######## block 1 ########
Block 1, supply network:
(3 px per µm) Pins as bars on the die edge.
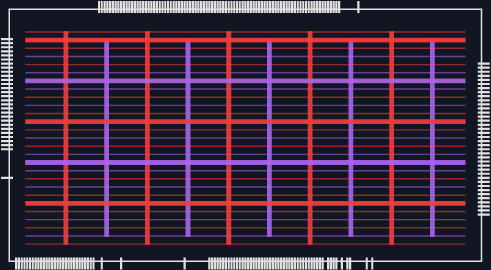

--- src/rtl/rv32_mem_access_unit_if.sv ---
// Data-memory request/acknowledge bus between the MEM stage and data memory.
// The master side issues one request at a time and holds it until it is acknowledged.
interface rv32_mem_access_unit_if;
    logic        req;
    logic        we;
    logic [31:0] addr;
    logic [3:0]  be;
    logic [31:0] wdata;
    logic [31:0] rdata;
    logic        ack;

    modport master (
        output req, we, addr, be, wdata,
        input  rdata, ack
    );

    modport slave (
        input  req, we, addr, be, wdata,
        output rdata, ack
    );
endinterface

--- src/rtl/rv32_mem_access_unit.sv ---
// MEM stage: one data-memory transaction per load/store, with load formatting,
// store lane steering, pipeline stall and a request timeout.
module rv32_mem_access_unit #(
    parameter int unsigned TIMEOUT_CYCLES = 255
) (
    input  logic                          clk,
    input  logic                          rst_n,
    input  logic [31:0]                   alu_res_in,
    input  logic [31:0]                   data_store_in,
    input  logic [1:0]                    data_ctrl_in,
    input  logic [31:0]                   code_in,
    input  logic                          pc_hlt_in,
    rv32_mem_access_unit_if.master        dmem,
    output logic [31:0]                   load_data_out,
    output logic                          mem_stall,
    output logic                          align_err,
    output logic                          bus_err
);

    typedef enum logic [1:0] {IDLE, REQ, DONE} state_t;

    localparam logic [15:0] TLAST = 16'(TIMEOUT_CYCLES - 1);

    state_t      state_q, state_d;
    logic [15:0] tcnt_q, tcnt_d;
    logic [31:0] load_data_q, load_data_d;
    logic        bus_err_q, bus_err_d;

    logic [2:0]  f3;
    logic [1:0]  a;
    logic        access, is_store, legal, aligned, ok;
    logic [31:0] shifted, fmt, st_wdata;
    logic [15:0] half;
    logic [7:0]  byte_v;
    logic [3:0]  st_be;
    logic        unused_ok;

    assign unused_ok = ^{code_in[31:15], code_in[11:0]};

    always_comb begin
        f3       = code_in[14:12];
        a        = alu_res_in[1:0];
        is_store = data_ctrl_in[0];
        access   = data_ctrl_in[1] & ~pc_hlt_in;
        legal    = is_store ? (f3 inside {3'b000, 3'b001, 3'b010})
                            : (f3 inside {3'b000, 3'b001, 3'b010,
                                          3'b100, 3'b101});
        aligned  = 1'b1;
        if (f3[1:0] == 2'b01)      aligned = ~a[0];
        else if (f3[1:0] == 2'b10) aligned = (a == 2'b00);
        ok       = legal & aligned;

        shifted  = dmem.rdata >> {a, 3'b000};
        byte_v   = shifted[7:0];
        half     = a[1] ? dmem.rdata[31:16] : dmem.rdata[15:0];
        unique case (f3)
            3'b000:  fmt = {{24{byte_v[7]}}, byte_v};
            3'b001:  fmt = {{16{half[15]}}, half};
            3'b010:  fmt = dmem.rdata;
            3'b100:  fmt = {24'd0, byte_v};
            3'b101:  fmt = {16'd0, half};
            default: fmt = 32'd0;
        endcase

        unique case (f3[1:0])
            2'b00: begin
                st_be    = 4'b0001 << a;
                st_wdata = {4{data_store_in[7:0]}};
            end
            2'b01: begin
                st_be    = a[1] ? 4'b1100 : 4'b0011;
                st_wdata = {2{data_store_in[15:0]}};
            end
            default: begin
                st_be    = 4'b1111;
                st_wdata = data_store_in;
            end
        endcase
    end

    always_ff @(posedge clk or negedge rst_n) begin
        if (!rst_n) begin
            state_q     <= IDLE;
            tcnt_q      <= 16'd0;
            load_data_q <= 32'd0;
            bus_err_q   <= 1'b0;
        end else begin
            state_q     <= state_d;
            tcnt_q      <= tcnt_d;
            load_data_q <= load_data_d;
            bus_err_q   <= bus_err_d;
        end
    end

    always_comb begin
        state_d     = state_q;
        tcnt_d      = tcnt_q;
        load_data_d = load_data_q;
        bus_err_d   = 1'b0;
        mem_stall   = 1'b0;
        align_err   = 1'b0;
        dmem.req    = 1'b0;
        dmem.we     = 1'b0;
        dmem.addr   = 32'd0;
        dmem.be     = 4'd0;
        dmem.wdata  = 32'd0;
        unique case (state_q)
            IDLE: begin
                if (access) begin
                    if (ok) begin
                        state_d   = REQ;
                        tcnt_d    = 16'd0;
                        mem_stall = 1'b1;
                    end else begin
                        align_err = 1'b1;
                    end
                end
            end
            REQ: begin
                mem_stall  = 1'b1;
                dmem.req   = 1'b1;
                dmem.we    = is_store;
                dmem.addr  = {alu_res_in[31:2], 2'b00};
                dmem.be    = is_store ? st_be : 4'b1111;
                dmem.wdata = is_store ? st_wdata : 32'd0;
                if (dmem.ack) begin
                    state_d     = DONE;
                    load_data_d = is_store ? 32'd0 : fmt;
                end else if (tcnt_q == TLAST) begin
                    state_d     = DONE;
                    load_data_d = 32'd0;
                    bus_err_d   = 1'b1;
                end else if (tcnt_q != 16'hFFFF) begin
                    tcnt_d = tcnt_q + 16'd1;
                end
            end
            DONE: state_d = IDLE;
            default: state_d = IDLE;
        endcase
    end

    assign load_data_out = load_data_q;
    assign bus_err       = bus_err_q;

endmodule

--- src/flat_wrapper.sv ---
// flat-port wrapper written by rule: the top's interface ports become plain ports
module rv32_mem_access_unit_flat 
#(
    parameter int unsigned TIMEOUT_CYCLES = 255
)
  (clk, rst_n, alu_res_in, data_store_in, data_ctrl_in, code_in, pc_hlt_in, load_data_out, mem_stall, align_err, bus_err, dmem_req, dmem_we, dmem_addr, dmem_be, dmem_wdata, dmem_rdata, dmem_ack);
  rv32_mem_access_unit_if dmem_i ();
  input  logic clk;
  input  logic rst_n;
  input  logic [31:0] alu_res_in;
  input  logic [31:0] data_store_in;
  input  logic [1:0] data_ctrl_in;
  input  logic [31:0] code_in;
  input  logic pc_hlt_in;
  output logic [31:0] load_data_out;
  output logic mem_stall;
  output logic align_err;
  output logic bus_err;
  output wire logic [$bits(dmem_i.req)-1:0] dmem_req;
  output wire logic [$bits(dmem_i.we)-1:0] dmem_we;
  output wire logic [$bits(dmem_i.addr)-1:0] dmem_addr;
  output wire logic [$bits(dmem_i.be)-1:0] dmem_be;
  output wire logic [$bits(dmem_i.wdata)-1:0] dmem_wdata;
  input wire logic [$bits(dmem_i.rdata)-1:0] dmem_rdata;
  input wire logic [$bits(dmem_i.ack)-1:0] dmem_ack;
  assign dmem_req = dmem_i.req;
  assign dmem_we = dmem_i.we;
  assign dmem_addr = dmem_i.addr;
  assign dmem_be = dmem_i.be;
  assign dmem_wdata = dmem_i.wdata;
  assign dmem_i.rdata = dmem_rdata;
  assign dmem_i.ack = dmem_ack;
  rv32_mem_access_unit #(.TIMEOUT_CYCLES(TIMEOUT_CYCLES)) u_core (.clk(clk), .rst_n(rst_n), .alu_res_in(alu_res_in), .data_store_in(data_store_in), .data_ctrl_in(data_ctrl_in), .code_in(code_in), .pc_hlt_in(pc_hlt_in), .dmem(dmem_i), .load_data_out(load_data_out), .mem_stall(mem_stall), .align_err(align_err), .bus_err(bus_err));
endmodule
--- config.mk ---
export PLATFORM = sky130hd
export DESIGN_NAME = rv32_mem_access_unit_flat
export DESIGN_NICKNAME = d
export VERILOG_FILES = /design/src/rtl/rv32_mem_access_unit_if.sv /design/src/rtl/rv32_mem_access_unit.sv /design/src/flat_wrapper.sv
export SDC_FILE = /design/constraint.sdc
export NUM_CORES = 1
export LEC_CHECK = 0
export CAP_MARGIN = 20
export CORE_ASPECT_RATIO = 0.5
export CORE_MARGIN = 5
export CORE_UTILIZATION = 33
export CTS_CLUSTER_DIAMETER = 30
export DETAILED_ROUTE_END_ITERATION = 10
export PLACE_DENSITY = 0.74
export SLEW_MARGIN = 20
export SYNTH_ARGS = -nofsm -noshare
export SYNTH_HDL_FRONTEND = slang
export SYNTH_SLANG_ARGS = --single-unit
export TNS_END_PERCENT = 5
--- constraint.sdc ---
create_clock -name clk -period 2.1 [get_ports clk]
set_clock_uncertainty 0.15 [all_clocks]
set_input_delay 0.42 -clock clk [delete_from_list [all_inputs] [get_ports clk]]
set_output_delay 0.42 -clock clk [all_outputs]
set_load 0.05 [all_outputs]
######## block 2 ########
`config.mk`:
```
export PLATFORM = sky130hd
export DESIGN_NAME = switch_input_ctrl_flat
export DESIGN_NICKNAME = d
export VERILOG_FILES = /design/src/rtl/switch_input_ctrl_if.sv /design/src/rtl/switch_input_ctrl.sv /design/src/flat_wrapper.sv
export SDC_FILE = /design/constraint.sdc
export NUM_CORES = 1
export LEC_CHECK = 0
export CAP_MARGIN = 0
export CORE_MARGIN = 2
export CORE_UTILIZATION = 43
export DETAILED_ROUTE_END_ITERATION = 8
export PLACE_DENSITY = 0.79
export RECOVER_POWER = 25
export SLEW_MARGIN = 20
export SYNTH_ARGS = -nofsm -noshare
export SYNTH_HDL_FRONTEND = slang
export SYNTH_SLANG_ARGS = --single-unit
```
`constraint.sdc`:
```
create_clock -name clk -period 1.75 [get_ports clk]
set_input_delay 0.4375 -clock clk [delete_from_list [all_inputs] [get_ports clk]]
set_output_delay 0.4375 -clock clk [all_outputs]
set_load 0.02 [all_outputs]
```
`src/rtl/switch_input_ctrl_if.sv`:
```
// rtl/switch_input_ctrl_if.sv - switch/CPU side signal bundle for switch_input_ctrl
interface switch_input_ctrl_if;
    logic [9:0]  sw;
    logic        ack0;
    logic        ack1;
    logic [31:0] in_port0;
    logic [31:0] in_port1;
    logic        chg0;
    logic        chg1;

    modport master (
        output sw, ack0, ack1,
        input  in_port0, in_port1, chg0, chg1
    );

    modport slave (
        input  sw, ack0, ack1,
        output in_port0, in_port1, chg0, chg1
    );
endinterface

```
`src/rtl/switch_input_ctrl.sv`:
```
// rtl/switch_input_ctrl.sv - synchronize, debounce and commit slide switches to CPU input ports
module switch_input_ctrl #(
    parameter int DEBOUNCE_CYCLES = 16,
    parameter int CNT_W           = 8
) (
    input  logic                clk,
    input  logic                reset,
    switch_input_ctrl_if.slave  bus
);
    typedef enum logic {IDLE, SETTLE} state_t;

    // Last count value before a commit; cnt is compared here before incrementing so it never wraps.
    localparam logic [CNT_W-1:0] LAST = CNT_W'(DEBOUNCE_CYCLES - 1);

    logic [9:0]      s1;
    logic [9:0]      s2;
    logic [1:0]      ack;
    logic [1:0][4:0] committed_w;
    logic [1:0]      chg_w;

    assign ack = {bus.ack1, bus.ack0};

    // Two-flop synchronizer for the raw asynchronous switch levels.
    always_ff @(posedge clk or negedge reset) begin
        if (!reset) begin
            s1 <= '0;
            s2 <= '0;
        end else begin
            s1 <= bus.sw;
            s2 <= s1;
        end
    end

    for (genvar g = 0; g < 2; g++) begin : g_grp
        state_t           state;
        state_t           state_n;
        logic [4:0]       cand;
        logic [4:0]       cand_n;
        logic [4:0]       committed;
        logic [4:0]       committed_n;
        logic [CNT_W-1:0] cnt;
        logic [CNT_W-1:0] cnt_n;
        logic             chg;
        logic             chg_n;
        logic             commit;
        logic [4:0]       s2_g;

        assign s2_g = s2[g*5 +: 5];

        // Settle FSM next state: a candidate must hold for the full count, a return to the
        // committed value drops it, and any third value restarts the count on the new candidate.
        always_comb begin
            state_n     = state;
            cand_n      = cand;
            cnt_n       = cnt;
            committed_n = committed;
            commit      = 1'b0;
            case (state)
                IDLE: begin
                    if (s2_g != committed) begin
                        cand_n  = s2_g;
                        cnt_n   = '0;
                        state_n = SETTLE;
                    end
                end
                SETTLE: begin
                    if (s2_g == cand && cnt == LAST) begin
                        committed_n = cand;
                        commit      = 1'b1;
                        state_n     = IDLE;
                    end else if (s2_g == cand) begin
                        cnt_n = cnt + 1'b1;
                    end else if (s2_g == committed) begin
                        state_n = IDLE;
                    end else begin
                        cand_n = s2_g;
                        cnt_n  = '0;
                    end
                end
                default: state_n = IDLE;
            endcase
            // A commit on the same edge as an ack keeps the flag so the new value is not missed.
            chg_n = commit ? 1'b1 : (ack[g] ? 1'b0 : chg);
        end

        // Group state, committed value and change flag registers.
        always_ff @(posedge clk or negedge reset) begin
            if (!reset) begin
                state     <= IDLE;
                cand      <= '0;
                cnt       <= '0;
                committed <= '0;
                chg       <= 1'b0;
            end else begin
                state     <= state_n;
                cand      <= cand_n;
                cnt       <= cnt_n;
                committed <= committed_n;
                chg       <= chg_n;
            end
        end

        assign committed_w[g] = committed;
        assign chg_w[g]       = chg;
    end

    assign bus.in_port0 = {27'b0, committed_w[0]};
    assign bus.in_port1 = {27'b0, committed_w[1]};
    assign bus.chg0     = chg_w[0];
    assign bus.chg1     = chg_w[1];
endmodule

```
`src/flat_wrapper.sv`:
```
// flat-port wrapper written by rule: the top's interface ports become plain ports
module switch_input_ctrl_flat 
#(
    parameter int DEBOUNCE_CYCLES = 16,
    parameter int CNT_W           = 8
)
  (clk, reset, bus_sw, bus_ack0, bus_ack1, bus_in_port0, bus_in_port1, bus_chg0, bus_chg1);
  switch_input_ctrl_if bus_i ();
  input  logic clk;
  input  logic reset;
  input wire logic [$bits(bus_i.sw)-1:0] bus_sw;
  input wire logic [$bits(bus_i.ack0)-1:0] bus_ack0;
  input wire logic [$bits(bus_i.ack1)-1:0] bus_ack1;
  output wire logic [$bits(bus_i.in_port0)-1:0] bus_in_port0;
  output wire logic [$bits(bus_i.in_port1)-1:0] bus_in_port1;
  output wire logic [$bits(bus_i.chg0)-1:0] bus_chg0;
  output wire logic [$bits(bus_i.chg1)-1:0] bus_chg1;
  assign bus_i.sw = bus_sw;
  assign bus_i.ack0 = bus_ack0;
  assign bus_i.ack1 = bus_ack1;
  assign bus_in_port0 = bus_i.in_port0;
  assign bus_in_port1 = bus_i.in_port1;
  assign bus_chg0 = bus_i.chg0;
  assign bus_chg1 = bus_i.chg1;
  switch_input_ctrl #(.DEBOUNCE_CYCLES(DEBOUNCE_CYCLES), .CNT_W(CNT_W)) u_core (.clk(clk), .reset(reset), .bus(bus_i));
endmodule
```
Block 1, sequential cells grouped by signal name:
(3 px per µm) Other sequential cells in the stronger grey, the rest of the logic in the fainter grey.
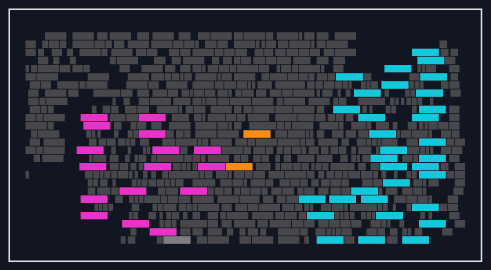
u_core.state_q: in orange, sequential cells 2. u_core.tcnt_q: in magenta, sequential cells 16. u_core.load_data_out: in cyan, sequential cells 32.
Another 1 sequential cells are not coloured.

About 'supply network' of block 1:
VSS: in red. VDD: in purple.
10 straps on met4. 239 signal pins sit on the boundary. The core has 26 rows.

==> reports/qor.yml, block 1 <==
sta:
  hold_viol: 0
  finalSetupViolCount: 9
  setup_ws_ps: -243
  finalSetupTns_ps: -534
yosys:
  synth-main-ff-cell: "dfrtp_1"
  ys_cells: 437
  synthCells: 437
  synth_dominant_cell_count: "nand2_1"
  ys_area_mm2: 0.00356
  top_cell_area_share_pct: 35.8
worst_setup_path:
  r2r_start: "u_core.tcnt_q[1]"
  cp.required_ps: 1530
  cp.arrival_ps: 1770
  critical_path.startpoint: "alu_res_in[1]"
  rrSetupSlack_ps: 10
grt:
  grt-ovfl-total: 0
  use_met1_pct: 26.3
status:
  violations: "setup timing"
  outcome: "complete, but fails checks"
cells_and_area:
  combGateArea_mm2: 0.00255
  lay_top_count: "clkdlybuf4s50_1"
  register_area_mm2: 0.00128
  drive_gt1_share_pct: 40.8
clock_tree:
  cts_root_buf: "clkbuf_16"
  clock_path_buffers: 2
  clk_pin_slew_ps: 70
pwr:
  seq_power_mw: 1.11
  power.density_mw_per_mm2: 487
  p_leak_nw: 3.21
place:
  placed_area_mm2: 0.00709
drt:
  wl_per_cell_um: 18.9
  drtAntennaViolNets: 0
Block 2, supply network:
(4 px per µm) Pins as bars on the die edge.
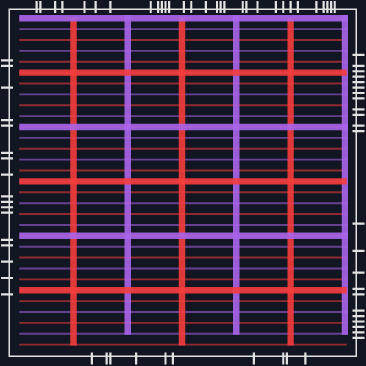
VDD: in purple. VSS: in red.
31 met1 rails follow the rows. 80 signal pins sit on the boundary. 6 straps on met5. The core has 30 rows.

==> reports/qor.yml, block 2 <==
worst_setup_path:
  slowest_stage: "or4_4"
  setup.worst_path.class: "reg -> reg"
  endpoint: "u_core.g_grp[0].committed[0]"
yosys:
  ys_ff: 60
  syn_area_mm2: 0.00292
  yosys.area_share.simple_pct: 11.0
  edf_count: 0
floorplanning:
  die_w_um: 86.4
  core_mm2: 0.00668
  n_tap_cell: 80
  rows: 30
  initCoreUtil_pct: 43.7
grt:
  grt-ovfl-total: 0
cells_and_area:
  fin_area_mm2: 0.00356
  largest_register: "u_core.g_grp.cnt"
place:
  placed_area_mm2: 0.00324
  routabilityCongestion: 0.849
clock_tree:
  clock-sinks: 60
  cts_root_buf: "clkbuf_8"
status:
  outcome: "finished clean"
drt:
  wl_per_cell_um: 12.5

######## block 3 ########
File: src/rtl/ad_start_sched.sv
// ad_start_sched: N_CH phase-locked ADC start-pulse generators.
// Each channel runs a multiplier-free DDA against a threshold derived from the
// measured phase period. Fires pass through a fixed delay line and a pulse
// stretcher before reaching ad_start. All outputs are registered.
module ad_start_sched #(
   parameter int unsigned N_CH      = 4,
   parameter int unsigned FREQ_W    = 16,
   parameter int unsigned PH_W      = 32,
   parameter int unsigned SCALE     = 10,
   parameter int unsigned TRUNC     = 0,
   parameter int unsigned START_DLY = 3,
   parameter int unsigned PULSE_W   = 2
) (
   input  logic                     clk,
   input  logic                     rst,
   input  logic                     phase_valid,
   input  logic [PH_W-1:0]          phase_cnt,
   input  logic                     ad_en,
   input  logic [N_CH-1:0]          ch_en,
   input  logic [N_CH*FREQ_W-1:0]   reg_freq,
   output logic [N_CH-1:0]          ad_start,
   output logic                     armed,
   output logic [N_CH-1:0]          ovr
);

   // Threshold width: period times SCALE plus one guard bit.
   localparam int unsigned TW = PH_W + $clog2(SCALE) + 1;
   // Accumulator sum width: acc < T and freq < T, so one extra bit suffices.
   localparam int unsigned SW = TW + 1;
   // The output register itself supplies one cycle of the start delay.
   localparam int unsigned PD = (START_DLY > 1) ? START_DLY - 1 : 1;
   localparam int unsigned CW = $clog2(PULSE_W + 1);

   logic                          armed_q, armed_d;
   logic [TW-1:0]                 thr_q, thr_d;
   logic [N_CH-1:0][FREQ_W-1:0]   freq_sh_q, freq_sh_d;
   logic [N_CH-1:0][TW-1:0]       acc_q, acc_d;
   logic [N_CH-1:0][PD-1:0]       pipe_q, pipe_d;
   logic [N_CH-1:0][CW-1:0]       cnt_q, cnt_d;
   logic [N_CH-1:0]               ovr_q, ovr_d;
   logic [N_CH-1:0]               ad_start_q, ad_start_d;

   logic [PH_W-1:0]               period_new;
   logic [TW-1:0]                 thr_new;
   logic [N_CH-1:0]               fire;
   logic [FREQ_W-1:0]             freq_new;
   logic [SW-1:0]                 sum;
   logic [SW-1:0]                 diff;
   logic                          arrive;
   logic [CW-1:0]                 cnt_nxt;

   // Next-state: arming, shadow capture, per-channel DDA, delay line and stretcher.
   always_comb begin
      period_new = (phase_cnt >> TRUNC) << TRUNC;
      thr_new    = TW'(period_new) * TW'(SCALE);

      armed_d    = armed_q;
      thr_d      = thr_q;
      freq_sh_d  = freq_sh_q;
      acc_d      = acc_q;
      pipe_d     = pipe_q;
      cnt_d      = cnt_q;
      ovr_d      = ovr_q;
      ad_start_d = '0;
      fire       = '0;
      freq_new   = '0;
      sum        = '0;
      diff       = '0;
      arrive     = 1'b0;
      cnt_nxt    = '0;

      if (!ad_en) begin
         // Disarm: drop everything in flight, including the sticky overrun flags.
         armed_d = 1'b0;
         acc_d   = '0;
         pipe_d  = '0;
         cnt_d   = '0;
         ovr_d   = '0;
      end else begin
         if (phase_valid) begin
            armed_d = 1'b1;
            thr_d   = thr_new;
         end

         for (int i = 0; i < N_CH; i++) begin
            freq_new = reg_freq[i*FREQ_W +: FREQ_W];
            sum      = {1'b0, acc_q[i]} + SW'(freq_sh_q[i]);
            diff     = sum - {1'b0, thr_q};

            if (phase_valid) begin
               // Phase event: realign and fire the phase-aligned sample on the new rate.
               freq_sh_d[i] = freq_new;
               acc_d[i]     = '0;
               fire[i]      = ch_en[i] && (freq_new != '0) && (thr_new != '0);
            end else if (armed_q && ch_en[i] && (freq_sh_q[i] != '0) && (thr_q != '0)) begin
               if (TW'(freq_sh_q[i]) >= thr_q) begin
                  // Requested rate exceeds one sample per cycle.
                  fire[i]  = 1'b1;
                  acc_d[i] = '0;
                  ovr_d[i] = 1'b1;
               end else if (sum >= {1'b0, thr_q}) begin
                  fire[i]  = 1'b1;
                  acc_d[i] = diff[TW-1:0];
               end else begin
                  acc_d[i] = sum[TW-1:0];
               end
            end else begin
               acc_d[i] = '0;
            end

            pipe_d[i][0] = fire[i];
            for (int k = 1; k < PD; k++) begin
               pipe_d[i][k] = pipe_q[i][k-1];
            end

            arrive  = (START_DLY > 1) ? pipe_q[i][PD-1] : fire[i];
            cnt_nxt = cnt_q[i];
            if (arrive) begin
               // A fire landing on a live pulse merges into it.
               cnt_nxt = CW'(PULSE_W);
               if (cnt_q[i] != '0) begin
                  ovr_d[i] = 1'b1;
               end
            end else if (cnt_q[i] != '0) begin
               cnt_nxt = cnt_q[i] - CW'(1);
            end
            cnt_d[i]      = cnt_nxt;
            ad_start_d[i] = (cnt_nxt != '0);
         end
      end
   end

   // State registers with synchronous reset.
   always_ff @(posedge clk) begin
      if (rst) begin
         armed_q    <= 1'b0;
         thr_q      <= '0;
         freq_sh_q  <= '0;
         acc_q      <= '0;
         pipe_q     <= '0;
         cnt_q      <= '0;
         ovr_q      <= '0;
         ad_start_q <= '0;
      end else begin
         armed_q    <= armed_d;
         thr_q      <= thr_d;
         freq_sh_q  <= freq_sh_d;
         acc_q      <= acc_d;
         pipe_q     <= pipe_d;
         cnt_q      <= cnt_d;
         ovr_q      <= ovr_d;
         ad_start_q <= ad_start_d;
      end
   end

   assign ad_start = ad_start_q;
   assign armed    = armed_q;
   assign ovr      = ovr_q;

endmodule

File: config.mk
export PLATFORM = sky130hd
export DESIGN_NAME = ad_start_sched
export DESIGN_NICKNAME = d
export VERILOG_FILES = /design/src/rtl/ad_start_sched.sv
export SDC_FILE = /design/constraint.sdc
export NUM_CORES = 1
export LEC_CHECK = 0
export CAP_MARGIN = 10
export CORE_MARGIN = 3
export CORE_UTILIZATION = 30
export CTS_BUF_LIST = sky130_fd_sc_hd__clkbuf_16
export DETAILED_ROUTE_END_ITERATION = 12
export GPL_TIMING_DRIVEN = 0
export PLACE_DENSITY = 0.49
export SLEW_MARGIN = 0
export SYNTH_ARGS = -nofsm -noshare
export SYNTH_HDL_FRONTEND = slang
export SYNTH_SLANG_ARGS = --single-unit
File: constraint.sdc
create_clock -name clk -period 5.2 [get_ports clk]
set_input_delay 1.04 -clock clk [delete_from_list [all_inputs] [get_ports clk]]
set_output_delay 1.04 -clock clk [all_outputs]
set_load 0.05 [all_outputs]
######## block 4 ########
**config.mk**
```make
export PLATFORM = sky130hd
export DESIGN_NAME = dmem_arbiter
export DESIGN_NICKNAME = d
export VERILOG_FILES = /design/src/rtl/dmem_arbiter.sv
export SDC_FILE = /design/constraint.sdc
export NUM_CORES = 1
export LEC_CHECK = 0
export ABC_AREA = 1
export CELL_PAD_IN_SITES_DETAIL_PLACEMENT = 1
export CELL_PAD_IN_SITES_GLOBAL_PLACEMENT = 1
export CORE_ASPECT_RATIO = 1.1
export CORE_MARGIN = 2
export CORE_UTILIZATION = 44
export DETAILED_ROUTE_END_ITERATION = 8
export DONT_BUFFER_PORTS = 1
export PLACE_DENSITY = 0.81
export SYNTH_ARGS = -nofsm -noshare
export SYNTH_HDL_FRONTEND = slang
export SYNTH_SLANG_ARGS = --single-unit
```
**constraint.sdc**
```tcl
create_clock -name clk -period 5.4 [get_ports clk]
set_clock_uncertainty 0.05 [all_clocks]
set_input_delay 0.54 -clock clk [delete_from_list [all_inputs] [get_ports clk]]
set_output_delay 0.54 -clock clk [all_outputs]
set_load 0.01 [all_outputs]
```
**src/rtl/dmem_arbiter.sv**
```systemverilog
// Round-robin two-port sequencer in front of a single-port data memory.
// Define DMEM_ARB_RANGE_CHECK_EN to reject addresses >= DEPTH with an err pulse.
module dmem_arbiter #(
    parameter int AW    = 32,
    parameter int DW    = 32,
    parameter int DEPTH = 64
) (
    input  logic          clk,
    input  logic          reset,
    input  logic          req0,
    input  logic          we0,
    input  logic [AW-1:0] addr0,
    input  logic [DW-1:0] wdata0,
    output logic [DW-1:0] rdata0,
    output logic          done0,
    output logic          err0,
    input  logic          req1,
    input  logic          we1,
    input  logic [AW-1:0] addr1,
    input  logic [DW-1:0] wdata1,
    output logic [DW-1:0] rdata1,
    output logic          done1,
    output logic          err1,
    output logic          mem_read,
    output logic          mem_write,
    output logic [AW-1:0] mem_addr,
    output logic [DW-1:0] mem_wdata,
    input  logic [DW-1:0] mem_rdata
);

    typedef enum logic {
        IDLE,
        ACCESS
    } state_t;

    state_t        state_q;
    logic          last_gnt_q;
    logic          owner_q;
    logic          we_q;
    logic          mem_read_q;
    logic          mem_write_q;
    logic [AW-1:0] mem_addr_q;
    logic [DW-1:0] mem_wdata_q;
    logic [DW-1:0] rdata0_q;
    logic [DW-1:0] rdata1_q;
    logic          done0_q;
    logic          done1_q;
    logic          err0_q;
    logic          err1_q;

    logic          elig0_d;
    logic          elig1_d;
    logic          gnt_vld_d;
    logic          gnt_d;
    logic          sel_we_d;
    logic [AW-1:0] sel_addr_d;
    logic [DW-1:0] sel_wdata_d;
    logic          oor_d;

    // A port whose done/err pulse is high this cycle is not re-served.
    always_comb begin
        elig0_d     = req0 & ~done0_q & ~err0_q;
        elig1_d     = req1 & ~done1_q & ~err1_q;
        gnt_vld_d   = elig0_d | elig1_d;
        gnt_d       = (elig0_d & elig1_d) ? ~last_gnt_q : elig1_d;
        sel_we_d    = gnt_d ? we1 : we0;
        sel_addr_d  = gnt_d ? addr1 : addr0;
        sel_wdata_d = gnt_d ? wdata1 : wdata0;
    end

`ifdef DMEM_ARB_RANGE_CHECK_EN
    assign oor_d = (sel_addr_d >= AW'(DEPTH));
`else
    logic unused_depth;
    assign unused_depth = (DEPTH > 0);
    assign oor_d        = 1'b0;
`endif

    always_ff @(posedge clk or posedge reset) begin
        if (reset) begin
            state_q     <= IDLE;
            last_gnt_q  <= 1'b1;
            owner_q     <= 1'b0;
            we_q        <= 1'b0;
            mem_read_q  <= 1'b0;
            mem_write_q <= 1'b0;
            mem_addr_q  <= '0;
            mem_wdata_q <= '0;
            rdata0_q    <= '0;
            rdata1_q    <= '0;
            done0_q     <= 1'b0;
            done1_q     <= 1'b0;
            err0_q      <= 1'b0;
            err1_q      <= 1'b0;
        end else begin
            done0_q <= 1'b0;
            done1_q <= 1'b0;
            err0_q  <= 1'b0;
            err1_q  <= 1'b0;
            unique case (state_q)
                IDLE: begin
                    if (gnt_vld_d) begin
                        if (oor_d) begin
                            if (gnt_d) err1_q <= 1'b1;
                            else       err0_q <= 1'b1;
                            last_gnt_q <= gnt_d;
                        end else begin
                            owner_q     <= gnt_d;
                            we_q        <= sel_we_d;
                            mem_addr_q  <= sel_addr_d;
                            mem_wdata_q <= sel_wdata_d;
                            mem_write_q <= sel_we_d;
                            mem_read_q  <= ~sel_we_d;
                            state_q     <= ACCESS;
                        end
                    end
                end
                ACCESS: begin
                    if (!we_q) begin
                        if (owner_q) rdata1_q <= mem_rdata;
                        else         rdata0_q <= mem_rdata;
                    end
                    if (owner_q) done1_q <= 1'b1;
                    else         done0_q <= 1'b1;
                    last_gnt_q  <= owner_q;
                    mem_read_q  <= 1'b0;
                    mem_write_q <= 1'b0;
                    state_q     <= IDLE;
                end
                default: state_q <= IDLE;
            endcase
        end
    end

    assign rdata0    = rdata0_q;
    assign rdata1    = rdata1_q;
    assign done0     = done0_q;
    assign done1     = done1_q;
    assign err0      = err0_q;
    assign err1      = err1_q;
    assign mem_read  = mem_read_q;
    assign mem_write = mem_write_q;
    assign mem_addr  = mem_addr_q;
    assign mem_wdata = mem_wdata_q;

endmodule

```
Block 3, signal wires on met2:
(1 px per µm)
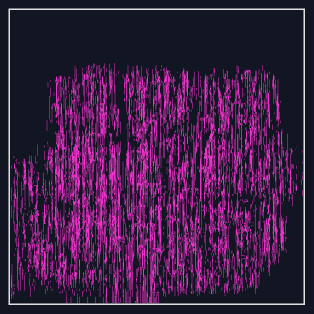
The longest straight run is 115 µm. The layer carries 38.0 mm of wire. The layer holds 43% of the routed length. The wires run mostly vertical.
GR Util met2: 30.5%
Total Routed Length: 88800 µm
detailed-route via count: 23.9k

==> reports/qor.yml, block 3 <==
sta:
  finalSetupTns_ps: 0
  rsz0062_at_grt: "yes"
grt:
  grt_antenna_before_repair: 2
  grt_pass1_vias: 22600
min_path:
  worstHoldPathType: "reg -> reg"
  worstHoldPathCells: 1
  hold-path-endpoint: "pipe_q[1]"
yosys:
  ys_area_mm2: 0.0248
  synthCells: 3133
  synth-adder-area-share_pct: 17.1
clock_tree:
  clk_pin_slew_ps: 60
  clk_latency_ps: 560
  hold_buffers: 0
worst_setup_path:
  rrSetupSlack_ps: 190
  endpoint: "acc_q[128]"
  cp_cell_sequence: "ha_4 > fa_2 > a211o_1 > a21oi_4 > a221oi_4 > o21a_1 > o21ai_2 > a21oi_2 > and4_1 > or3_4 > ha_4 > nand2_2 > or2_2 > o21bai_2 > nand4_1 > nand4b_1 > a31oi_2 > or4b_4 > buf_12 > buf_12 > mux2i_2 > nor2_1"
  endpoint_kind: "register"
  crit_family: "AND-OR/OR-AND gates"
  slowest_stage: "or3_4"
status:
  outcome: "finished clean"
drt:
  wl_met3_um: 4780
  firstDrtPassIters: 5
place:
  io_buffers: 112
pwr:
  power.internal_mw: 4.71
  p_sw_mw: 2.69
cells_and_area:
  instances_no_fill: 4413
  clk_share_pct: 3.66
Block 4, signal wires on met2:
(3 px per µm)
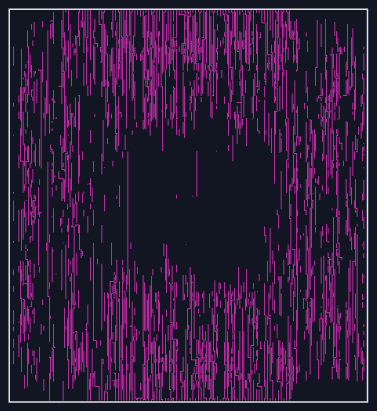
The layer carries 9130 µm of wire. The wires run mostly vertical. The longest straight run is 49.0 µm. 826 nets have wire on it. The layer holds 50% of the routed length.

Block 4, clock nets:
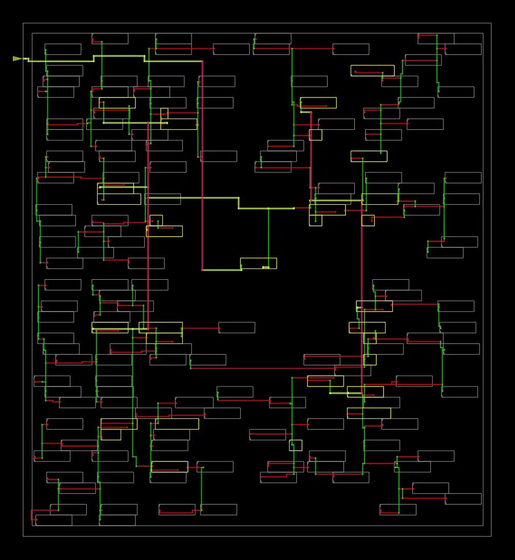
clock sink total: 136
Latency at later pin: 410 ps

==> reports/qor.yml, block 4 <==
cells_and_area:
  sh_seq_area_pct: 48.2
  area_share_nonclk_buffers_pct: 0.532
  utilization_pct: 49.2
pwr:
  seq_power_mw: 2.20
floorplanning:
  io_pins: 300
  n_tap_cell: 192
drt:
  firstDrtPassIters: 4
  remaining_drc_errors: 0
place:
  io_buffers: 0
  pre_cts_ws_ps: 3240
worst_setup_path:
  crit_family: "buffers and inverters"
  endpoint_kind: "register"
  critPathMaxFanout: 67
  r2r_start: "done0"
grt:
  grt_busiest_layer: "met2"
job:
  max_cap_violations: 0
status:
  outcome: "finished clean"
yosys:
  ys_cells: 832
  syn_area_mm2: 0.00639
clock_tree:
  ctsResizeCount: 0
sta:
  finalSetupTns_ps: 0

######## block 5 ########
Block 5, sequential cells grouped by signal name:
(8 px per µm) Other sequential cells in the stronger grey, the rest of the logic in the fainter grey.
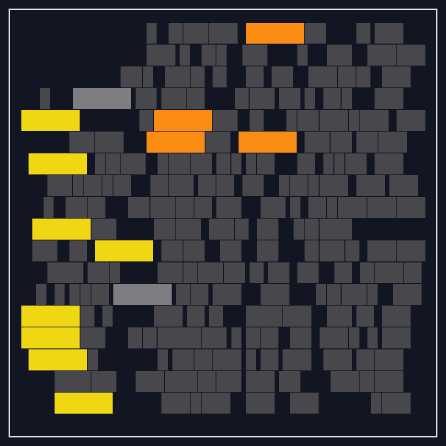

==> config.mk <==
export PLATFORM = sky130hd
export DESIGN_NAME = multicycle_control
export DESIGN_NICKNAME = d
export VERILOG_FILES = /design/src/rtl/multicycle_control.sv
export SDC_FILE = /design/constraint.sdc
export NUM_CORES = 1
export LEC_CHECK = 0
export ABC_CLOCK_PERIOD_IN_PS = 3600
export CAP_MARGIN = 10
export CORE_UTILIZATION = 50
export DETAILED_ROUTE_END_ITERATION = 8
export GPL_ROUTABILITY_DRIVEN = 0
export PLACE_DENSITY = 0.87
export REMOVE_ABC_BUFFERS = 1
export SLEW_MARGIN = 40
export SYNTH_ARGS = -nofsm -noshare
export SYNTH_HDL_FRONTEND = slang
export SYNTH_SLANG_ARGS = --single-unit
==> constraint.sdc <==
create_clock -name clk -period 3.6 [get_ports clk]
set_clock_uncertainty 0.15 [all_clocks]
set_input_delay 0.72 -clock clk [delete_from_list [all_inputs] [get_ports clk]]
set_output_delay 0.72 -clock clk [all_outputs]
set_load 0.01 [all_outputs]
==> src/rtl/multicycle_control.sv <==
// Multicycle MIPS control FSM with per-state memory wait counting and timeout.
// Define MC_JAL_EN to decode JAL (opcode 0x03) as a linking jump; otherwise 0x03 is illegal.
module multicycle_control #(
  parameter int MAX_WAIT = 15
) (
  input  logic       clk,
  input  logic       rst_n,
  input  logic [5:0] opcode,
  input  logic [5:0] funct,
  input  logic       instr_zero,
  input  logic       mem_ready,
  output logic       mem_req,
  output logic       mem_write,
  output logic       iord,
  output logic       ir_write,
  output logic       pc_write,
  output logic       pc_write_cond,
  output logic       invert_zero,
  output logic       regdst,
  output logic       regwrite,
  output logic       memtoreg,
  output logic       link,
  output logic       alusrc_a,
  output logic [1:0] alusrc_b,
  output logic [3:0] aluop,
  output logic [1:0] pcsrc,
  output logic [3:0] state,
  output logic       halted,
  output logic       err_illegal,
  output logic       err_timeout
);

  typedef enum logic [3:0] {
    FETCH, DECODE, MEMADR, MEMRD, MEMWB, MEMWR, EXEC,
    ALUWB, IMMEX, IMMWB, BRANCH, JUMP, HALT
  } state_e;

  localparam logic [3:0] ALU_undef = 4'h0;
  localparam logic [3:0] ALU_AND   = 4'h1;
  localparam logic [3:0] ALU_OR    = 4'h2;
  localparam logic [3:0] ALU_add   = 4'h3;
  localparam logic [3:0] ALU_sub   = 4'h4;
  localparam logic [3:0] ALU_slt   = 4'h5;

  localparam logic [5:0] OP_RTYPE = 6'h00;
  localparam logic [5:0] OP_J     = 6'h02;
  localparam logic [5:0] OP_JAL   = 6'h03;
  localparam logic [5:0] OP_BEQ   = 6'h04;
  localparam logic [5:0] OP_BNE   = 6'h05;
  localparam logic [5:0] OP_ADDI  = 6'h08;
  localparam logic [5:0] OP_ORI   = 6'h0D;
  localparam logic [5:0] OP_LW    = 6'h23;
  localparam logic [5:0] OP_SW    = 6'h2B;

  localparam logic [7:0] WAIT_LAST = 8'(MAX_WAIT - 1);

  state_e     state_q, state_d;
  logic [7:0] wait_q, wait_d;
  logic       err_illegal_q, err_illegal_d;
  logic       err_timeout_q, err_timeout_d;
  logic       in_mem;
`ifdef MC_JAL_EN
  logic       link_q, link_d;
`endif

  always_ff @(posedge clk) begin
    if (!rst_n) begin
      state_q       <= FETCH;
      wait_q        <= '0;
      err_illegal_q <= 1'b0;
      err_timeout_q <= 1'b0;
`ifdef MC_JAL_EN
      link_q        <= 1'b0;
`endif
    end else begin
      state_q       <= state_d;
      wait_q        <= wait_d;
      err_illegal_q <= err_illegal_d;
      err_timeout_q <= err_timeout_d;
`ifdef MC_JAL_EN
      link_q        <= link_d;
`endif
    end
  end

  always_comb begin
    state_d       = state_q;
    wait_d        = '0;
    err_illegal_d = err_illegal_q;
    err_timeout_d = err_timeout_q;
`ifdef MC_JAL_EN
    link_d        = link_q;
`endif
    in_mem        = 1'b0;
    mem_req       = 1'b0;
    mem_write     = 1'b0;
    iord          = 1'b0;
    ir_write      = 1'b0;
    pc_write      = 1'b0;
    pc_write_cond = 1'b0;
    invert_zero   = 1'b0;
    regdst        = 1'b0;
    regwrite      = 1'b0;
    memtoreg      = 1'b0;
    link          = 1'b0;
    alusrc_a      = 1'b0;
    alusrc_b      = 2'd0;
    aluop         = ALU_undef;
    pcsrc         = 2'd0;
    halted        = 1'b0;

    case (state_q)
      FETCH: begin
        in_mem   = 1'b1;
        mem_req  = 1'b1;
        alusrc_b = 2'd1;
        aluop    = ALU_add;
        ir_write = mem_ready;
        pc_write = mem_ready;
        if (mem_ready) state_d = DECODE;
      end
      DECODE: begin
        alusrc_b = 2'd3;
        aluop    = ALU_add;
`ifdef MC_JAL_EN
        link_d   = 1'b0;
`endif
        if (instr_zero) begin
          state_d = HALT;
        end else begin
          case (opcode)
            OP_RTYPE:        state_d = EXEC;
            OP_LW, OP_SW:    state_d = MEMADR;
            OP_ADDI, OP_ORI: state_d = IMMEX;
            OP_BEQ, OP_BNE:  state_d = BRANCH;
            OP_J:            state_d = JUMP;
`ifdef MC_JAL_EN
            OP_JAL: begin
              state_d = JUMP;
              link_d  = 1'b1;
            end
`endif
            default: begin
              state_d       = HALT;
              err_illegal_d = 1'b1;
            end
          endcase
        end
      end
      MEMADR: begin
        alusrc_a = 1'b1;
        alusrc_b = 2'd2;
        aluop    = ALU_add;
        state_d  = (opcode == OP_SW) ? MEMWR : MEMRD;
      end
      MEMRD: begin
        in_mem  = 1'b1;
        mem_req = 1'b1;
        iord    = 1'b1;
        if (mem_ready) state_d = MEMWB;
      end
      MEMWB: begin
        regwrite = 1'b1;
        memtoreg = 1'b1;
        state_d  = FETCH;
      end
      MEMWR: begin
        in_mem    = 1'b1;
        mem_req   = 1'b1;
        mem_write = 1'b1;
        iord      = 1'b1;
        if (mem_ready) state_d = FETCH;
      end
      EXEC: begin
        alusrc_a = 1'b1;
        state_d  = ALUWB;
        case (funct)
          6'h20:   aluop = ALU_add;
          6'h22:   aluop = ALU_sub;
          6'h24:   aluop = ALU_AND;
          6'h25:   aluop = ALU_OR;
          6'h2A:   aluop = ALU_slt;
          default: begin
            state_d       = HALT;
            err_illegal_d = 1'b1;
          end
        endcase
      end
      ALUWB: begin
        regwrite = 1'b1;
        regdst   = 1'b1;
        state_d  = FETCH;
      end
      IMMEX: begin
        alusrc_a = 1'b1;
        alusrc_b = 2'd2;
        aluop    = (opcode == OP_ORI) ? ALU_OR : ALU_add;
        state_d  = IMMWB;
      end
      IMMWB: begin
        regwrite = 1'b1;
        state_d  = FETCH;
      end
      BRANCH: begin
        alusrc_a      = 1'b1;
        aluop         = ALU_sub;
        pc_write_cond = 1'b1;
        pcsrc         = 2'd1;
        invert_zero   = (opcode == OP_BNE);
        state_d       = FETCH;
      end
      JUMP: begin
        pc_write = 1'b1;
        pcsrc    = 2'd2;
`ifdef MC_JAL_EN
        link     = link_q;
        regwrite = link_q;
`endif
        state_d  = FETCH;
      end
      HALT: begin
        halted = 1'b1;
      end
      default: state_d = FETCH;
    endcase

    // Shared wait accounting for the three states that hold a memory request open
    if (in_mem && !mem_ready) begin
      if (wait_q == WAIT_LAST) begin
        state_d       = HALT;
        err_timeout_d = 1'b1;
      end else begin
        wait_d = wait_q + 8'd1;
      end
    end

    if (!rst_n) begin
      mem_req       = 1'b0;
      mem_write     = 1'b0;
      ir_write      = 1'b0;
      pc_write      = 1'b0;
      pc_write_cond = 1'b0;
      regwrite      = 1'b0;
    end
  end

  assign state       = state_q;
  assign err_illegal = err_illegal_q;
  assign err_timeout = err_timeout_q;

endmodule

######## block 6 ########
$ cat config.mk
export PLATFORM = sky130hd
export DESIGN_NAME = pipe_hazard_ctrl
export DESIGN_NICKNAME = d
export VERILOG_FILES = /design/src/rtl/pipe_hazard_ctrl.sv
export SDC_FILE = /design/constraint.sdc
export NUM_CORES = 1
export LEC_CHECK = 0
export CORE_ASPECT_RATIO = 0.8
export CORE_UTILIZATION = 46
export CTS_BUF_LIST = sky130_fd_sc_hd__clkbuf_4 sky130_fd_sc_hd__clkbuf_8
export DETAILED_ROUTE_END_ITERATION = 7
export GPL_TIMING_DRIVEN = 0
export HOLD_SLACK_MARGIN = 0.02
export PLACE_DENSITY_LB_ADDON = 0.12
export SETUP_SLACK_MARGIN = 0.15
export SYNTH_ARGS = -nofsm -noshare
export SYNTH_HDL_FRONTEND = slang
export SYNTH_SLANG_ARGS = --single-unit
$ cat constraint.sdc
create_clock -name clk -period 4.4 [get_ports clk]
set_clock_uncertainty 0.1 [all_clocks]
set_input_delay 0.66 -clock clk [delete_from_list [all_inputs] [get_ports clk]]
set_output_delay 0.66 -clock clk [all_outputs]
set_load 0.01 [all_outputs]
$ cat src/rtl/pipe_hazard_ctrl.sv
// pipe_hazard_ctrl: registered stall/flush/drain control for the 5-stage pipeline
// Optional stall-cycle performance counter enabled by defining HAZ_PERF_CNT_EN.
module pipe_hazard_ctrl #(
  parameter int STAGES    = 5,
  parameter int SW        = 3,
  parameter int MD_LAT    = 4,
  parameter int DRAIN_MAX = 16,
  parameter int CNT_W     = 16
) (
  input  logic                 clk,
  input  logic                 rst,
  input  logic                 start,
  input  logic                 load_use,
  input  logic                 md_start,
  input  logic                 branch_taken,
  input  logic                 halt_req,
  input  logic [STAGES*SW-1:0] state_flat,
  output logic                 en,
  output logic                 stall,
  output logic                 flush,
  output logic                 drain,
  output logic                 halted,
  output logic                 timeout,
  output logic [CNT_W-1:0]     stall_cycles
);
  localparam int CW = MD_LAT > 1 ? $clog2(MD_LAT) : 1;
  localparam int DW = DRAIN_MAX > 1 ? $clog2(DRAIN_MAX) : 1;
  typedef enum logic [2:0] {IDLE, RUN, STALL, FLUSH, DRAIN, HALTED} state_t;
  state_t state, state_n;
  logic [CW-1:0] cnt, cnt_n;
  logic [DW-1:0] dcnt, dcnt_n;
  logic br_pend, br_pend_n, halt_pend, halt_pend_n, timeout_n;
  logic empty;
  assign empty = ~|state_flat;
  always_comb begin
    state_n     = state;
    cnt_n       = cnt;
    dcnt_n      = dcnt;
    br_pend_n   = br_pend;
    halt_pend_n = halt_pend;
    timeout_n   = timeout;
    case (state)
      IDLE: if (start) begin
        state_n   = RUN;
        timeout_n = 1'b0;
      end
      RUN: begin
        if (branch_taken) state_n = FLUSH;
        else if (md_start) begin
          state_n = STALL;
          cnt_n   = CW'(MD_LAT - 1);
        end else if (load_use) begin
          state_n = STALL;
          cnt_n   = '0;
        end else if (halt_req || halt_pend) begin
          state_n     = DRAIN;
          dcnt_n      = '0;
          halt_pend_n = 1'b0;
        end
      end
      STALL: begin
        br_pend_n   = br_pend | branch_taken;
        halt_pend_n = halt_pend | halt_req;
        // a new mul/div extends the current stall rather than queueing behind it
        if (md_start) cnt_n = CW'(MD_LAT - 1);
        else if (cnt == '0) begin
          state_n   = (br_pend || branch_taken) ? FLUSH : RUN;
          br_pend_n = 1'b0;
        end else cnt_n = cnt - CW'(1);
      end
      FLUSH: begin
        halt_pend_n = halt_pend | halt_req;
        state_n     = RUN;
      end
      DRAIN: begin
        if (empty) state_n = HALTED;
        else if (dcnt == DW'(DRAIN_MAX - 1)) begin
          state_n   = HALTED;
          timeout_n = 1'b1;
        end else dcnt_n = dcnt + DW'(1);
      end
      HALTED: if (start) begin
        state_n     = RUN;
        timeout_n   = 1'b0;
        br_pend_n   = 1'b0;
        halt_pend_n = 1'b0;
      end
      default: state_n = IDLE;
    endcase
  end
  always_ff @(posedge clk) begin
    if (rst) begin
      state     <= IDLE;
      cnt       <= '0;
      dcnt      <= '0;
      br_pend   <= 1'b0;
      halt_pend <= 1'b0;
      timeout   <= 1'b0;
      en        <= 1'b0;
      stall     <= 1'b0;
      flush     <= 1'b0;
      drain     <= 1'b0;
      halted    <= 1'b0;
    end else begin
      state     <= state_n;
      cnt       <= cnt_n;
      dcnt      <= dcnt_n;
      br_pend   <= br_pend_n;
      halt_pend <= halt_pend_n;
      timeout   <= timeout_n;
      en        <= state_n inside {RUN, STALL, FLUSH, DRAIN};
      stall     <= state_n == STALL;
      flush     <= state_n == FLUSH;
      drain     <= state_n == DRAIN;
      halted    <= state_n == HALTED;
    end
  end
`ifdef HAZ_PERF_CNT_EN
  logic [CNT_W-1:0] sc;
  always_ff @(posedge clk) begin
    if (rst) sc <= '0;
    else if (stall && ~&sc) sc <= sc + CNT_W'(1);
  end
  assign stall_cycles = sc;
`else
  assign stall_cycles = '0;
`endif
endmodule

Block 5, clock nets:
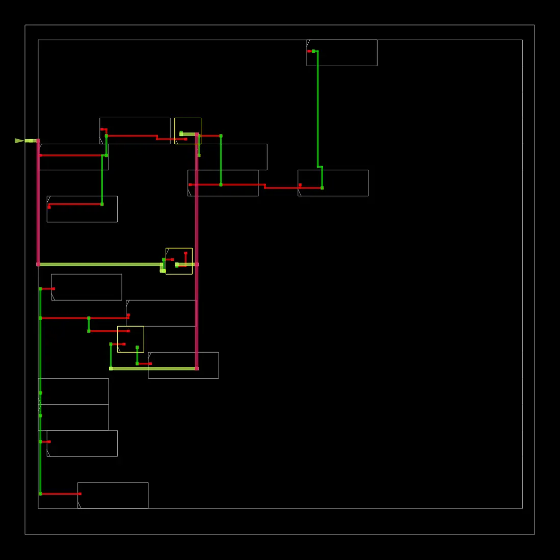
clkbuf count: 3
Latency at later pin: 290 ps
clock sink total: 14
flip-flops: 14
cts bufs inserted: 3

Notes on 'sequential cells grouped by signal name' of block 5 above:
wait_q: in yellow, sequential cells 8. state: in orange, sequential cells 4.
Another 2 sequential cells are not coloured.
Final Util: 70.5%
Seq/total area: 16.1%
sequential power: 264 µW
Flop area: 280 µm²

==> reports/qor.yml, block 5 <==
worst_setup_path:
  slowest_delay_ps: 540
  reg2reg_depth: 4
yosys:
  topCellsByArea: "dfxtp_1 (21%), nor2_1 (6.9%), xor2_1 (3.3%)"
  edf_count: 0
  synth_dominant_cell_count: "nor2_1"
status:
  outcome: "finished clean"
clock_tree:
  clk_pin_slew_ps: 80
  tritoncts: "yes"
  htreeDepth: 1
grt:
  grt_busiest_layer: "met2"
  grtUsageMet3_pct: 4.31
  grt_pass1_vias: 1270
pwr:
  power_frac_seq_pct: 29.8
  ir_drop_mv: 0.486
cells_and_area:
  clk_share_pct: 1.29
  instances_no_fill: 244
  nNonClkBuffers: 47
  area_share_nonclk_buffers_pct: 25.9
  lay_top_count: "clkdlybuf4s50_1"
job:
  max_cap_violations: 0
  warning_count: 26
place:
  pre_cts_ws_ps: 187
  placed_area_mm2: 0.00172
  dp.cells: 241
  dp_hpwl_um: 2720
floorplanning:
  dieArea_mm2: 0.00283
  core_mm2: 0.00248
  die_height_um: 53.2
  die_w_um: 53.2
sta:
  finalSetupTns_ps: 0
Block 6, signal wires on met2:
(6 px per µm)
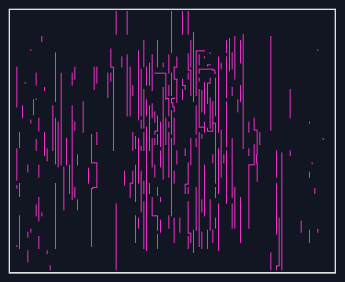
The longest straight run is 20.6 µm. The layer holds 45% of the routed length. The layer carries 956 µm of wire. 153 nets have wire on it.

==> reports/qor.yml, block 6 <==
status:
  outcome: "finished clean"
grt:
  grt_max_degree: 11
  grt_usage_pct: 21.0
  grt_antenna_before_repair: 0
  grt_pass1_wl_um: 3570
  grtUsageMet3_pct: 9.12
cells_and_area:
  nets: 190
  instances_no_fill: 189
  clk_share_pct: 1.99
clock_tree:
  clk_pin_slew_ps: 100
yosys:
  synth_seq_share_pct: 34.1
  ys_sh_aoi_pct: 13.5
  edf_count: 0
  ys_area_um2: 998
floorplanning:
  die_w_um: 54.1
pwr:
  clk-power_uw: 81.4
  power_uw: 358
worst_setup_path:
  r2r_start: "cnt[0]"
  setup.worst_path.class: "in -> reg"
sta:
  tightest_slew_ps: 532


==> screenshots <==
Signal wires on met2.
shot_01.png
(3 px per µm)
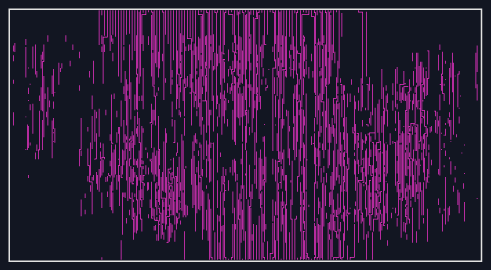
shot_02.png
(4 px per µm)
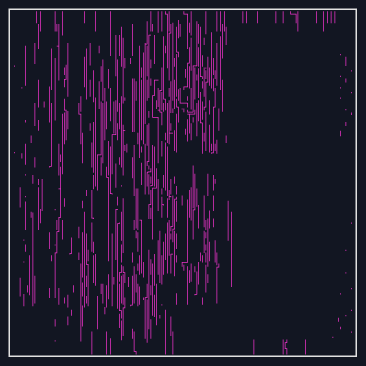
shot_03.png
(8 px per µm)
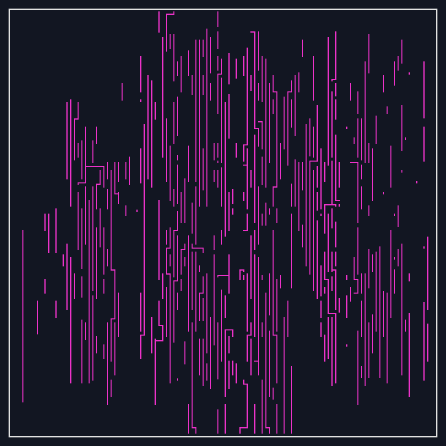
block 5: shot_03.png
block 1: shot_01.png
block 2: shot_02.png
Of these, smallest die: shot_03.png
Of these, largest die: shot_01.png

Key to shot_02.png:
308 nets have wire on it. The longest straight run is 27.9 µm. The wires run mostly vertical. The layer holds 53% of the routed length.

No activity file was given, so power comes from the tool's default toggle rates.
